######## block 1 ########
Fig. 1: block 1, cell outlines without signal wires
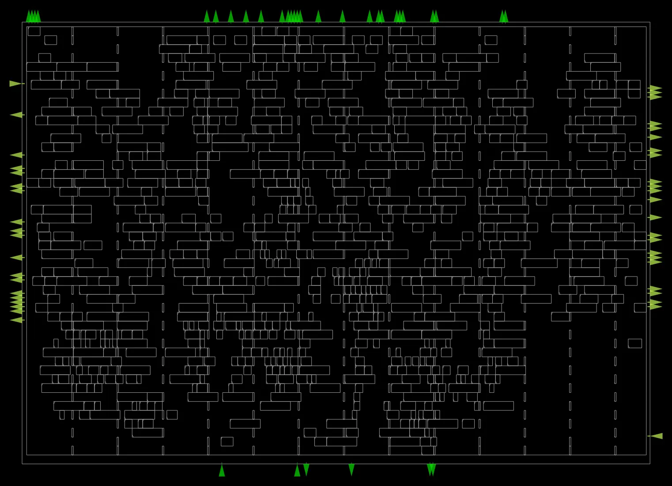
Fig. 2: block 1, I/O pins on the die edge
Scale bar: 50 µm. Pins as bars across the die edge, other pins in grey.
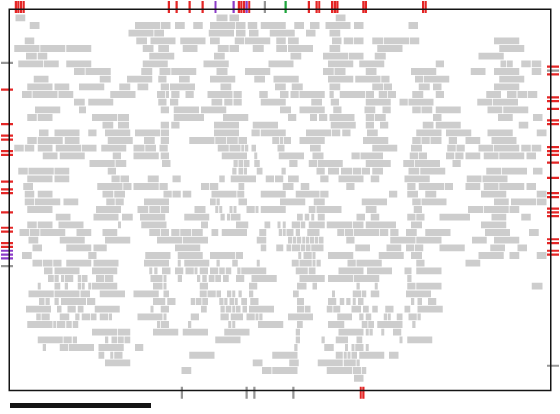
### src/rtl/dcf77_frame_receiver.sv
// dcf77_frame_receiver
// Derives a 1 ms tick from qzt_clk, classifies DCF77 pulse widths, locks on
// the minute marker, assembles and parity-checks the 59-bit frame and
// publishes it with a one-cycle valid strobe. Also reports carrier loss.
// Optional build macro: DCF77_LEAP_SECOND_EN accepts the 60-bit leap minute
// after a valid frame that announced it (bit 19).
module dcf77_frame_receiver #(
    parameter int TICK_DIV    = 50000,
    parameter int BIT0_MIN_MS = 60,
    parameter int BIT0_MAX_MS = 140,
    parameter int BIT1_MIN_MS = 160,
    parameter int BIT1_MAX_MS = 240,
    parameter int MARK_MIN_MS = 1500,
    parameter int LOSS_MS     = 2500,
    parameter int CNT_W       = 12
) (
    input  logic        qzt_clk,
    input  logic        reset_n,
    input  logic        sgn_in,
    input  logic        enable_sincro,
    output logic [58:0] frame_out,
    output logic        frame_valid,
    output logic        frame_err,
    output logic        sincro,
    output logic [5:0]  bit_index,
    output logic        bit_strobe,
    output logic        bit_value,
    output logic        carrier_lost
);
    localparam int TICK_W = (TICK_DIV > 1) ? $clog2(TICK_DIV) : 1;
    localparam logic [TICK_W-1:0] TICK_LAST = TICK_W'(TICK_DIV - 1);
    localparam logic [CNT_W-1:0]  CNT_MAX   = '1;
    localparam logic [CNT_W-1:0]  B0_MIN    = CNT_W'(BIT0_MIN_MS);
    localparam logic [CNT_W-1:0]  B0_MAX    = CNT_W'(BIT0_MAX_MS);
    localparam logic [CNT_W-1:0]  B1_MIN    = CNT_W'(BIT1_MIN_MS);
    localparam logic [CNT_W-1:0]  B1_MAX    = CNT_W'(BIT1_MAX_MS);
    localparam logic [CNT_W-1:0]  MARK_MIN  = CNT_W'(MARK_MIN_MS);
    localparam logic [CNT_W-1:0]  LOSS_MIN  = CNT_W'(LOSS_MS);

    typedef enum logic [1:0] {HUNT, RECV, CHECK} state_t;
    state_t state, state_nxt;

    logic              sgn_p0, sgn_p1, sgn_p2;
    logic              rise, fall;
    logic [TICK_W-1:0] tick_cnt;
    logic              tick;
    logic [CNT_W-1:0]  high_cnt, low_cnt;
    logic [58:0]       shadow;
    logic [5:0]        bit_cnt;
    logic              is_bit0, is_bit1, good_bit, bad_bit, marker;
    logic              loss_lvl, loss;
    logic              frame_ok, leap_ok, count_ok;
    logic              valid_d, err_d, strobe_d, bit_wr, cnt_clr;
    logic              sincro_set, sincro_clr, publish;

    function automatic logic [CNT_W-1:0] sat_inc(input logic [CNT_W-1:0] v);
        return (v == CNT_MAX) ? v : v + 1'b1;
    endfunction

    // Two-flop synchroniser followed by the edge-detector register
    always_ff @(posedge qzt_clk or negedge reset_n) begin
        if (!reset_n) begin
            sgn_p0 <= 1'b0;
            sgn_p1 <= 1'b0;
            sgn_p2 <= 1'b0;
        end else begin
            sgn_p0 <= sgn_in;
            sgn_p1 <= sgn_p0;
            sgn_p2 <= sgn_p1;
        end
    end

    assign rise = sgn_p1 & ~sgn_p2;
    assign fall = ~sgn_p1 & sgn_p2;

    // Millisecond tick divider
    always_ff @(posedge qzt_clk or negedge reset_n) begin
        if (!reset_n)                tick_cnt <= '0;
        else if (tick_cnt == TICK_LAST) tick_cnt <= '0;
        else                         tick_cnt <= tick_cnt + 1'b1;
    end

    assign tick = (tick_cnt == TICK_LAST);

    // Saturating high/low width counters; each restarts on the edge that ends its level's meaning
    always_ff @(posedge qzt_clk or negedge reset_n) begin
        if (!reset_n) begin
            high_cnt <= '0;
            low_cnt  <= '0;
        end else begin
            if (fall)                 high_cnt <= '0;
            else if (tick && sgn_p1)  high_cnt <= sat_inc(high_cnt);
            if (rise)                 low_cnt  <= '0;
            else if (tick && !sgn_p1) low_cnt  <= sat_inc(low_cnt);
        end
    end

    assign is_bit0  = (high_cnt >= B0_MIN) && (high_cnt <= B0_MAX);
    assign is_bit1  = (high_cnt >= B1_MIN) && (high_cnt <= B1_MAX);
    assign good_bit = fall && (is_bit0 || is_bit1);
    assign bad_bit  = fall && !(is_bit0 || is_bit1);
    assign marker   = rise && (low_cnt >= MARK_MIN);
    assign loss_lvl = (low_cnt >= LOSS_MIN) || (high_cnt >= LOSS_MIN);
    assign loss     = loss_lvl && !rise && !fall;
    assign count_ok = (bit_cnt == 6'd59) || (leap_ok && bit_cnt == 6'd60);

`ifdef DCF77_LEAP_SECOND_EN
    logic leap_pending, bit59;
    assign leap_ok = leap_pending;

    // Leap announcement is latched from a good frame and consumed by the 60-bit minute
    always_ff @(posedge qzt_clk or negedge reset_n) begin
        if (!reset_n) begin
            leap_pending <= 1'b0;
            bit59        <= 1'b0;
        end else begin
            if (bit_wr && bit_cnt == 6'd59) bit59 <= is_bit1;
            if (state == CHECK && enable_sincro) begin
                if (bit_cnt == 6'd60) leap_pending <= 1'b0;
                else if (frame_ok)    leap_pending <= shadow[19];
            end
        end
    end
`else
    assign leap_ok = 1'b0;
`endif

    // Frame acceptance: fixed start/time bits plus three even-parity groups
    always_comb begin
        frame_ok = ~shadow[0] & shadow[20] & ~(^shadow[28:21])
                 & ~(^shadow[35:29]) & ~(^shadow[58:36]);
`ifdef DCF77_LEAP_SECOND_EN
        if (bit_cnt == 6'd60 && bit59) frame_ok = 1'b0;
`endif
    end

    // State register
    always_ff @(posedge qzt_clk or negedge reset_n) begin
        if (!reset_n) state <= HUNT;
        else          state <= state_nxt;
    end

    // Next-state and strobe decode; disable and carrier loss override everything
    always_comb begin
        state_nxt  = state;
        valid_d    = 1'b0;
        err_d      = 1'b0;
        strobe_d   = 1'b0;
        bit_wr     = 1'b0;
        cnt_clr    = 1'b0;
        sincro_set = 1'b0;
        sincro_clr = 1'b0;
        publish    = 1'b0;
        if (!enable_sincro || loss) begin
            state_nxt  = HUNT;
            sincro_clr = 1'b1;
        end else begin
            case (state)
                HUNT: begin
                    if (marker) begin
                        state_nxt = RECV;
                        cnt_clr   = 1'b1;
                    end
                end
                RECV: begin
                    if (marker) begin
                        if (count_ok) begin
                            state_nxt = CHECK;
                        end else begin
                            err_d      = 1'b1;
                            cnt_clr    = 1'b1;
                            sincro_clr = 1'b1;
                        end
                    end else if (bad_bit) begin
                        err_d      = 1'b1;
                        sincro_clr = 1'b1;
                        state_nxt  = HUNT;
                    end else if (good_bit) begin
                        if (bit_cnt < 6'd59 || (leap_ok && bit_cnt == 6'd59)) begin
                            strobe_d = 1'b1;
                            bit_wr   = 1'b1;
                        end else begin
                            err_d      = 1'b1;
                            sincro_clr = 1'b1;
                            state_nxt  = HUNT;
                        end
                    end
                end
                CHECK: begin
                    state_nxt = RECV;
                    cnt_clr   = 1'b1;
                    if (frame_ok) begin
                        valid_d    = 1'b1;
                        sincro_set = 1'b1;
                        publish    = 1'b1;
                    end else begin
                        err_d      = 1'b1;
                        sincro_clr = 1'b1;
                    end
                end
                default: state_nxt = HUNT;
            endcase
        end
    end

    // Shadow assembly, published frame and registered strobes/levels
    always_ff @(posedge qzt_clk or negedge reset_n) begin
        if (!reset_n) begin
            shadow       <= '0;
            bit_cnt      <= '0;
            bit_index    <= '0;
            bit_value    <= 1'b0;
            bit_strobe   <= 1'b0;
            frame_out    <= '0;
            frame_valid  <= 1'b0;
            frame_err    <= 1'b0;
            sincro       <= 1'b0;
            carrier_lost <= 1'b0;
        end else begin
            frame_valid <= valid_d;
            frame_err   <= err_d;
            bit_strobe  <= strobe_d;
            if (cnt_clr) begin
                bit_cnt <= '0;
            end else if (bit_wr) begin
                bit_cnt   <= bit_cnt + 1'b1;
                bit_index <= bit_cnt;
                bit_value <= is_bit1;
                if (bit_cnt < 6'd59) shadow[bit_cnt] <= is_bit1;
            end
            if (publish)         frame_out <= shadow;
            if (sincro_set)      sincro <= 1'b1;
            else if (sincro_clr) sincro <= 1'b0;
            if (!enable_sincro || rise || fall) carrier_lost <= 1'b0;
            else if (loss_lvl)                  carrier_lost <= 1'b1;
        end
    end
endmodule

### config.mk
export PLATFORM = sky130hd
export DESIGN_NAME = dcf77_frame_receiver
export DESIGN_NICKNAME = d
export VERILOG_FILES = /design/src/rtl/dcf77_frame_receiver.sv
export SDC_FILE = /design/constraint.sdc
export NUM_CORES = 1
export LEC_CHECK = 0
export CAP_MARGIN = 10
export CORE_ASPECT_RATIO = 0.7
export CORE_UTILIZATION = 35
export DETAILED_ROUTE_END_ITERATION = 6
export GPL_ROUTABILITY_DRIVEN = 0
export PLACE_DENSITY = 0.5
export SLEW_MARGIN = 30
export SYNTH_ARGS = -nofsm -noshare
export SYNTH_HDL_FRONTEND = slang
export SYNTH_SLANG_ARGS = --single-unit
### constraint.sdc
create_clock -name qzt_clk -period 4.73 [get_ports qzt_clk]
set_input_delay 0.473 -clock qzt_clk [delete_from_list [all_inputs] [get_ports qzt_clk]]
set_output_delay 0.473 -clock qzt_clk [all_outputs]
set_load 0.005 [all_outputs]
==> metrics.cfg <==
[placement]
post-place-ws_ns = 1.61

[setup_path]
worst_setup_path_end_kind = register
r2r-end = shadow[14]
crit_buf_inv = 2
rrSetupSlack_ns = 1.52

[yosys]
ys_ff = 181
ys_seq_share_pct = 51.4

[final_timing]
max-slew-margin-rel_pct = 41.0
hold_ws_ns = 0.0917

[clock_tree]
clock_latency_ns = 0.43

[global_routing]
track_usage_pct = 16.5
busiest_layer = met1

[drt]
route.met3.wl_um = 666
routedLengthMet1_um = 10600

[flow_run]
cap_viol_max_count = 0

[power]
power_frac_comb_pct = 1.7

[die]
nWellTaps = 325

[run_status]
outcome = finished clean

[cells_and_area]
regArea_um2 = 4530

## Picture notes: Fig. 1
non-filler cells, final: 1099
Util after Layout: 42.1%
FFs & Latches: 181
Seq area share: 43.6%
Cell Rows: 48

## Picture notes: Fig. 2
- frame_out: red (pins 59; direction output; edge 22 top, 21 right, 14 left, 2 bottom)
- bit_index: purple (pins 6; direction output; edge 3 left, 3 top)
- sincro: green (pins 1; direction output; edge top)
- all pins by edge: 27 top, 23 right, 19 left, 6 bottom


######## block 2 ########
Fig. 3: block 2, cells by drive strength
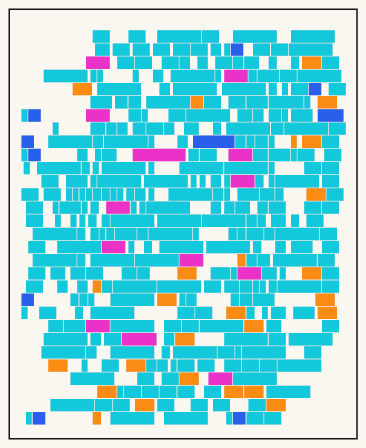
Fig. 4: block 2, I/O pins on the die edge
Scale bar: 20 µm. Pins as bars across the die edge, other pins in grey.
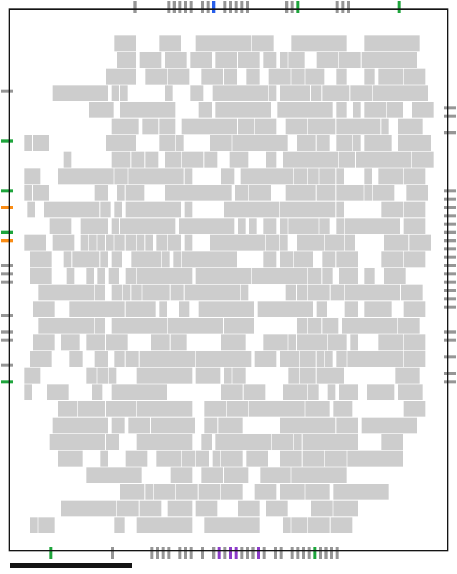
===== config.mk =====
export PLATFORM = sky130hd
export DESIGN_NAME = pq_acc_ctrl_flat
export DESIGN_NICKNAME = d
export VERILOG_FILES = /design/src/rtl/pq_acc_ctrl_if.sv /design/src/rtl/pq_acc_ctrl.sv /design/src/flat_wrapper.sv
export SDC_FILE = /design/constraint.sdc
export NUM_CORES = 1
export LEC_CHECK = 0
export CORE_ASPECT_RATIO = 1.25
export CORE_MARGIN = 2
export CORE_UTILIZATION = 50
export CTS_CLUSTER_SIZE = 25
export DETAILED_ROUTE_END_ITERATION = 7
export GPL_TIMING_DRIVEN = 0
export PLACE_DENSITY = 0.85
export SYNTH_ARGS = -nofsm -noshare
export SYNTH_HDL_FRONTEND = slang
export SYNTH_SLANG_ARGS = --single-unit

===== constraint.sdc =====
create_clock -name clk -period 7.29 [get_ports clk]
set_input_delay 1.0935 -clock clk [delete_from_list [all_inputs] [get_ports clk]]
set_output_delay 1.0935 -clock clk [all_outputs]
set_load 0.02 [all_outputs]

===== src/rtl/pq_acc_ctrl_if.sv =====
// Event, drain-stream and tick signals of the ping-pong accumulator controller.
interface pq_acc_ctrl_if #(
    parameter int DATA_WIDTH = 8,
    parameter int ADDR_WIDTH = 4
);
    logic                  tick;
    logic                  tick_ovf;
    logic                  ev_valid;
    logic                  ev_ready;
    logic [ADDR_WIDTH-1:0] ev_addr;
    logic [DATA_WIDTH-1:0] ev_data;
    logic                  out_valid;
    logic                  out_ready;
    logic [ADDR_WIDTH-1:0] out_addr;
    logic [DATA_WIDTH-1:0] out_data;
    logic                  out_last;

    // valid/ready: a transfer happens on each rising clk edge where both are 1; the
    // source keeps valid and payload stable until then, ready never depends on a later valid.
    modport master (
        output tick, ev_valid, ev_addr, ev_data, out_ready,
        input  tick_ovf, ev_ready, out_valid, out_addr, out_data, out_last
    );

    modport slave (
        input  tick, ev_valid, ev_addr, ev_data, out_ready,
        output tick_ovf, ev_ready, out_valid, out_addr, out_data, out_last
    );
endinterface


===== src/rtl/pq_acc_ctrl.sv =====
// Ping-pong accumulator controller: port 1 accumulates events into one bank while
// port 2 drains (read-and-clear) the other bank as a valid/ready stream.
module pq_acc_ctrl #(
    parameter int DATA_WIDTH = 8,
    parameter int ADDR_WIDTH = 4
) (
    input  logic                  clk,
    input  logic                  rst_n,
    pq_acc_ctrl_if.slave          bus,
    output logic                  ctrl_o,
    output logic                  clear_o,
    output logic                  rd_en1_o,
    output logic                  rd_en2_o,
    output logic                  wr_en1_o,
    output logic                  wr_en2_o,
    output logic [ADDR_WIDTH-1:0] rd_addr1_o,
    output logic [ADDR_WIDTH-1:0] rd_addr2_o,
    output logic [ADDR_WIDTH-1:0] wr_addr1_o,
    output logic [ADDR_WIDTH-1:0] wr_addr2_o,
    output logic [DATA_WIDTH-1:0] din1_o,
    output logic [DATA_WIDTH-1:0] din2_o,
    input  logic [DATA_WIDTH-1:0] dout1_i,
    input  logic [DATA_WIDTH-1:0] dout2_i,
    output logic [1:0]            state_o
);
    localparam int DEPTH = 1 << ADDR_WIDTH;
    localparam logic [ADDR_WIDTH-1:0] LAST_ADDR = ADDR_WIDTH'(DEPTH - 1);

    typedef enum logic [1:0] {
        ST_INIT = 2'd0,
        ST_RUN  = 2'd1,
        ST_SWAP = 2'd2
    } state_t;

    state_t                state_q, state_d;
    logic                  armed_q, armed_d;
    logic [ADDR_WIDTH-1:0] sweep_q, sweep_d;
    logic                  ctrl_q, ctrl_d;
    logic                  tick_pend_q, tick_pend_d;
    logic                  sb_vld_q, sb_vld_d;
    logic [ADDR_WIDTH-1:0] sb_addr_q, sb_addr_d;
    logic [DATA_WIDTH-1:0] sb_data_q, sb_data_d;
    logic                  pw_vld_q, pw_vld_d;
    logic [ADDR_WIDTH-1:0] pw_addr_q, pw_addr_d;
    logic [DATA_WIDTH-1:0] pw_data_q, pw_data_d;
    logic                  drn_act_q, drn_act_d;
    logic [ADDR_WIDTH-1:0] iss_cnt_q, iss_cnt_d;
    logic                  iss_done_q, iss_done_d;
    logic                  rdp_q, rdp_d;
    logic [ADDR_WIDTH-1:0] rdp_addr_q, rdp_addr_d;
    logic                  ov_q, ov_d;
    logic [ADDR_WIDTH-1:0] oaddr_q, oaddr_d;
    logic [DATA_WIDTH-1:0] odata_q, odata_d;

    logic                  ev_rdy;
    logic                  ev_fire;
    logic                  drn_issue;
    logic                  out_fire;
    logic                  tick_ovf_w;
    logic [DATA_WIDTH-1:0] acc_old;
    logic [DATA_WIDTH:0]   acc_sum;
    logic [DATA_WIDTH-1:0] acc_sat;

    assign ev_rdy   = (state_q == ST_RUN) && !tick_pend_q;
    assign ev_fire  = bus.ev_valid && ev_rdy;
    assign out_fire = ov_q && bus.out_ready;
    // A read is only issued when the output register is guaranteed free on the capture cycle.
    assign drn_issue = drn_act_q && !iss_done_q && !rdp_q && (!ov_q || bus.out_ready);

    // Back-to-back events to one address see the write still in flight, not stale dout1.
    assign acc_old = (pw_vld_q && (pw_addr_q == sb_addr_q)) ? pw_data_q : dout1_i;
    assign acc_sum = {1'b0, acc_old} + {1'b0, sb_data_q};
    assign acc_sat = acc_sum[DATA_WIDTH] ? {DATA_WIDTH{1'b1}} : acc_sum[DATA_WIDTH-1:0];

    always_comb begin
        state_d     = state_q;
        armed_d     = 1'b1;
        sweep_d     = sweep_q;
        ctrl_d      = ctrl_q;
        tick_pend_d = tick_pend_q;
        sb_vld_d    = ev_fire;
        sb_addr_d   = ev_fire ? bus.ev_addr : '0;
        sb_data_d   = ev_fire ? bus.ev_data : '0;
        pw_vld_d    = sb_vld_q;
        pw_addr_d   = sb_vld_q ? sb_addr_q : '0;
        pw_data_d   = sb_vld_q ? acc_sat : '0;
        drn_act_d   = drn_act_q;
        iss_cnt_d   = iss_cnt_q;
        iss_done_d  = iss_done_q;
        rdp_d       = drn_issue;
        rdp_addr_d  = drn_issue ? iss_cnt_q : '0;
        ov_d        = ov_q;
        oaddr_d     = oaddr_q;
        odata_d     = odata_q;
        tick_ovf_w  = 1'b0;
        clear_o     = 1'b0;
        rd_en1_o    = ev_fire;
        rd_addr1_o  = ev_fire ? bus.ev_addr : '0;
        wr_en1_o    = 1'b0;
        wr_addr1_o  = '0;
        din1_o      = '0;
        rd_en2_o    = drn_issue;
        rd_addr2_o  = drn_issue ? iss_cnt_q : '0;
        wr_en2_o    = 1'b0;
        wr_addr2_o  = '0;
        din2_o      = '0;

        case (state_q)
            ST_INIT: begin
                if (armed_q) begin
                    clear_o    = 1'b1;
                    wr_en1_o   = 1'b1;
                    wr_addr1_o = sweep_q;
                    sweep_d    = sweep_q + 1'b1;
                    if (sweep_q == LAST_ADDR) begin
                        state_d = ST_RUN;
                        ctrl_d  = 1'b1;
                    end
                end
            end
            ST_RUN: begin
                if (bus.tick) begin
                    if (tick_pend_q) tick_ovf_w = 1'b1;
                    else             tick_pend_d = 1'b1;
                end
                if (tick_pend_q && !sb_vld_q && !drn_act_q) begin
                    state_d     = ST_SWAP;
                    ctrl_d      = !ctrl_q;
                    tick_pend_d = 1'b0;
                    drn_act_d   = 1'b1;
                    iss_cnt_d   = '0;
                    iss_done_d  = 1'b0;
                end
            end
            ST_SWAP: begin
                state_d = ST_RUN;
                if (bus.tick) tick_ovf_w = 1'b1;
            end
            default: state_d = ST_INIT;
        endcase

        if (sb_vld_q) begin
            wr_en1_o   = 1'b1;
            wr_addr1_o = sb_addr_q;
            din1_o     = acc_sat;
        end

        if (drn_issue) begin
            iss_cnt_d = iss_cnt_q + 1'b1;
            if (iss_cnt_q == LAST_ADDR) iss_done_d = 1'b1;
        end

        if (out_fire) begin
            ov_d = 1'b0;
            if (oaddr_q == LAST_ADDR) drn_act_d = 1'b0;
        end

        // Capture the drained word and clear its slot in the same cycle.
        if (rdp_q) begin
            ov_d       = 1'b1;
            oaddr_d    = rdp_addr_q;
            odata_d    = dout2_i;
            wr_en2_o   = 1'b1;
            wr_addr2_o = rdp_addr_q;
        end
    end

    always_ff @(posedge clk or negedge rst_n) begin
        if (!rst_n) begin
            state_q     <= ST_INIT;
            armed_q     <= 1'b0;
            sweep_q     <= '0;
            ctrl_q      <= 1'b0;
            tick_pend_q <= 1'b0;
            sb_vld_q    <= 1'b0;
            sb_addr_q   <= '0;
            sb_data_q   <= '0;
            pw_vld_q    <= 1'b0;
            pw_addr_q   <= '0;
            pw_data_q   <= '0;
            drn_act_q   <= 1'b0;
            iss_cnt_q   <= '0;
            iss_done_q  <= 1'b0;
            rdp_q       <= 1'b0;
            rdp_addr_q  <= '0;
            ov_q        <= 1'b0;
            oaddr_q     <= '0;
            odata_q     <= '0;
        end else begin
            state_q     <= state_d;
            armed_q     <= armed_d;
            sweep_q     <= sweep_d;
            ctrl_q      <= ctrl_d;
            tick_pend_q <= tick_pend_d;
            sb_vld_q    <= sb_vld_d;
            sb_addr_q   <= sb_addr_d;
            sb_data_q   <= sb_data_d;
            pw_vld_q    <= pw_vld_d;
            pw_addr_q   <= pw_addr_d;
            pw_data_q   <= pw_data_d;
            drn_act_q   <= drn_act_d;
            iss_cnt_q   <= iss_cnt_d;
            iss_done_q  <= iss_done_d;
            rdp_q       <= rdp_d;
            rdp_addr_q  <= rdp_addr_d;
            ov_q        <= ov_d;
            oaddr_q     <= oaddr_d;
            odata_q     <= odata_d;
        end
    end

    assign ctrl_o        = ctrl_q;
    assign state_o       = state_q;
    assign bus.ev_ready  = ev_rdy;
    assign bus.tick_ovf  = tick_ovf_w;
    assign bus.out_valid = ov_q;
    assign bus.out_addr  = oaddr_q;
    assign bus.out_data  = odata_q;
    assign bus.out_last  = ov_q && (oaddr_q == LAST_ADDR);
endmodule

===== src/flat_wrapper.sv =====
// flat-port wrapper written by rule: the top's interface ports become plain ports
module pq_acc_ctrl_flat 
#(
    parameter int DATA_WIDTH = 8,
    parameter int ADDR_WIDTH = 4
)
  (clk, rst_n, ctrl_o, clear_o, rd_en1_o, rd_en2_o, wr_en1_o, wr_en2_o, rd_addr1_o, rd_addr2_o, wr_addr1_o, wr_addr2_o, din1_o, din2_o, dout1_i, dout2_i, state_o, bus_tick, bus_ev_valid, bus_ev_addr, bus_ev_data, bus_out_ready, bus_tick_ovf, bus_ev_ready, bus_out_valid, bus_out_addr, bus_out_data, bus_out_last);
  pq_acc_ctrl_if #(.DATA_WIDTH(DATA_WIDTH), .ADDR_WIDTH(ADDR_WIDTH)) bus_i ();
  input  logic clk;
  input  logic rst_n;
  output logic ctrl_o;
  output logic clear_o;
  output logic rd_en1_o;
  output logic rd_en2_o;
  output logic wr_en1_o;
  output logic wr_en2_o;
  output logic [ADDR_WIDTH-1:0] rd_addr1_o;
  output logic [ADDR_WIDTH-1:0] rd_addr2_o;
  output logic [ADDR_WIDTH-1:0] wr_addr1_o;
  output logic [ADDR_WIDTH-1:0] wr_addr2_o;
  output logic [DATA_WIDTH-1:0] din1_o;
  output logic [DATA_WIDTH-1:0] din2_o;
  input  logic [DATA_WIDTH-1:0] dout1_i;
  input  logic [DATA_WIDTH-1:0] dout2_i;
  output logic [1:0] state_o;
  input wire logic [$bits(bus_i.tick)-1:0] bus_tick;
  input wire logic [$bits(bus_i.ev_valid)-1:0] bus_ev_valid;
  input wire logic [$bits(bus_i.ev_addr)-1:0] bus_ev_addr;
  input wire logic [$bits(bus_i.ev_data)-1:0] bus_ev_data;
  input wire logic [$bits(bus_i.out_ready)-1:0] bus_out_ready;
  output wire logic [$bits(bus_i.tick_ovf)-1:0] bus_tick_ovf;
  output wire logic [$bits(bus_i.ev_ready)-1:0] bus_ev_ready;
  output wire logic [$bits(bus_i.out_valid)-1:0] bus_out_valid;
  output wire logic [$bits(bus_i.out_addr)-1:0] bus_out_addr;
  output wire logic [$bits(bus_i.out_data)-1:0] bus_out_data;
  output wire logic [$bits(bus_i.out_last)-1:0] bus_out_last;
  assign bus_i.tick = bus_tick;
  assign bus_i.ev_valid = bus_ev_valid;
  assign bus_i.ev_addr = bus_ev_addr;
  assign bus_i.ev_data = bus_ev_data;
  assign bus_i.out_ready = bus_out_ready;
  assign bus_tick_ovf = bus_i.tick_ovf;
  assign bus_ev_ready = bus_i.ev_ready;
  assign bus_out_valid = bus_i.out_valid;
  assign bus_out_addr = bus_i.out_addr;
  assign bus_out_data = bus_i.out_data;
  assign bus_out_last = bus_i.out_last;
  pq_acc_ctrl #(.DATA_WIDTH(DATA_WIDTH), .ADDR_WIDTH(ADDR_WIDTH)) u_core (.clk(clk), .rst_n(rst_n), .bus(bus_i), .ctrl_o(ctrl_o), .clear_o(clear_o), .rd_en1_o(rd_en1_o), .rd_en2_o(rd_en2_o), .wr_en1_o(wr_en1_o), .wr_en2_o(wr_en2_o), .rd_addr1_o(rd_addr1_o), .rd_addr2_o(rd_addr2_o), .wr_addr1_o(wr_addr1_o), .wr_addr2_o(wr_addr2_o), .din1_o(din1_o), .din2_o(din2_o), .dout1_i(dout1_i), .dout2_i(dout2_i), .state_o(state_o));
endmodule

==> metrics.cfg <==
[run_status]
outcome = finished clean

[yosys]
yosys_cells = 255
largest_area_cell = dfrtp_1
area_leaders = dfrtp_1 (52%), mux2_2 (8.3%), ha_1 (5.7%)

[die]
core_area_um2 = 5480
ios = 89
rows = 30

[placement]
hpwl_um = 4860
post-place-ws_ns = 2.11

[drt]
top_layer_used = met4
antenna_left = 0
drt-vias-per-instance = 5.31
drt-total-wl_um = 6490
first_pass_iters = 4

[power]
clkPwrFrac_pct = 23.9
seq_power_share_pct = 37.2
pg_seq_w = 0.000457
p_sw_w = 0.000409
p_sw_share_pct = 33.3
cellLeakagePower_nw = 1.87

[setup_path]
critical-path-top-delay-family = AND-OR/OR-AND gates
cp_max_fo = 8

[cells_and_area]
drive_gt1_share_pct = 13.7
regArea_um2 = 1480

[clock_tree]
cts_tree = built

[flow_run]
cap_viol_max_count = 0

[final_timing]
fin_setup_tns_ns = 0

About Fig. 3:
- drive 6 and up: magenta (cells 13; share 3.6%)
- drive 1 or less: cyan (cells 309; share 86%)
- drive 2: orange (cells 26; share 7.3%)
- drive 3 to 4: blue (cells 10; share 2.8%)

About Fig. 4:
- wr_addr2_o: purple (pins 4; direction output; edge bottom)
- din2_o: green (pins 8; direction output; edge 4 left, 2 top, 2 bottom)
- rd_en1_o: blue (pins 1; direction output; edge top)
- state_o: orange (pins 2; direction output; edge left)



==> gallery <==
Cell area per tile.
(a)
The die is cut into 19 by 13 equal tiles; white is low, dark blue is high, 0 to 100% covered.
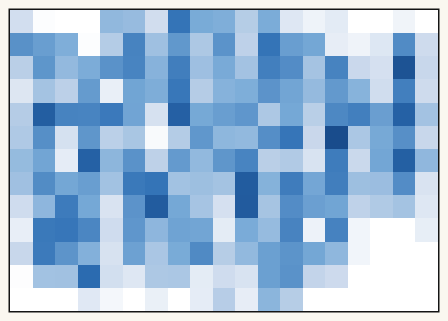
(b)
The die is cut into 7 by 9 equal tiles; white is low, dark blue is high, 0 to 100% covered.
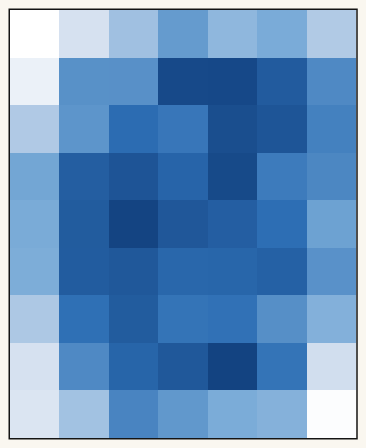
For block 1, see (a).
For block 2, see (b).

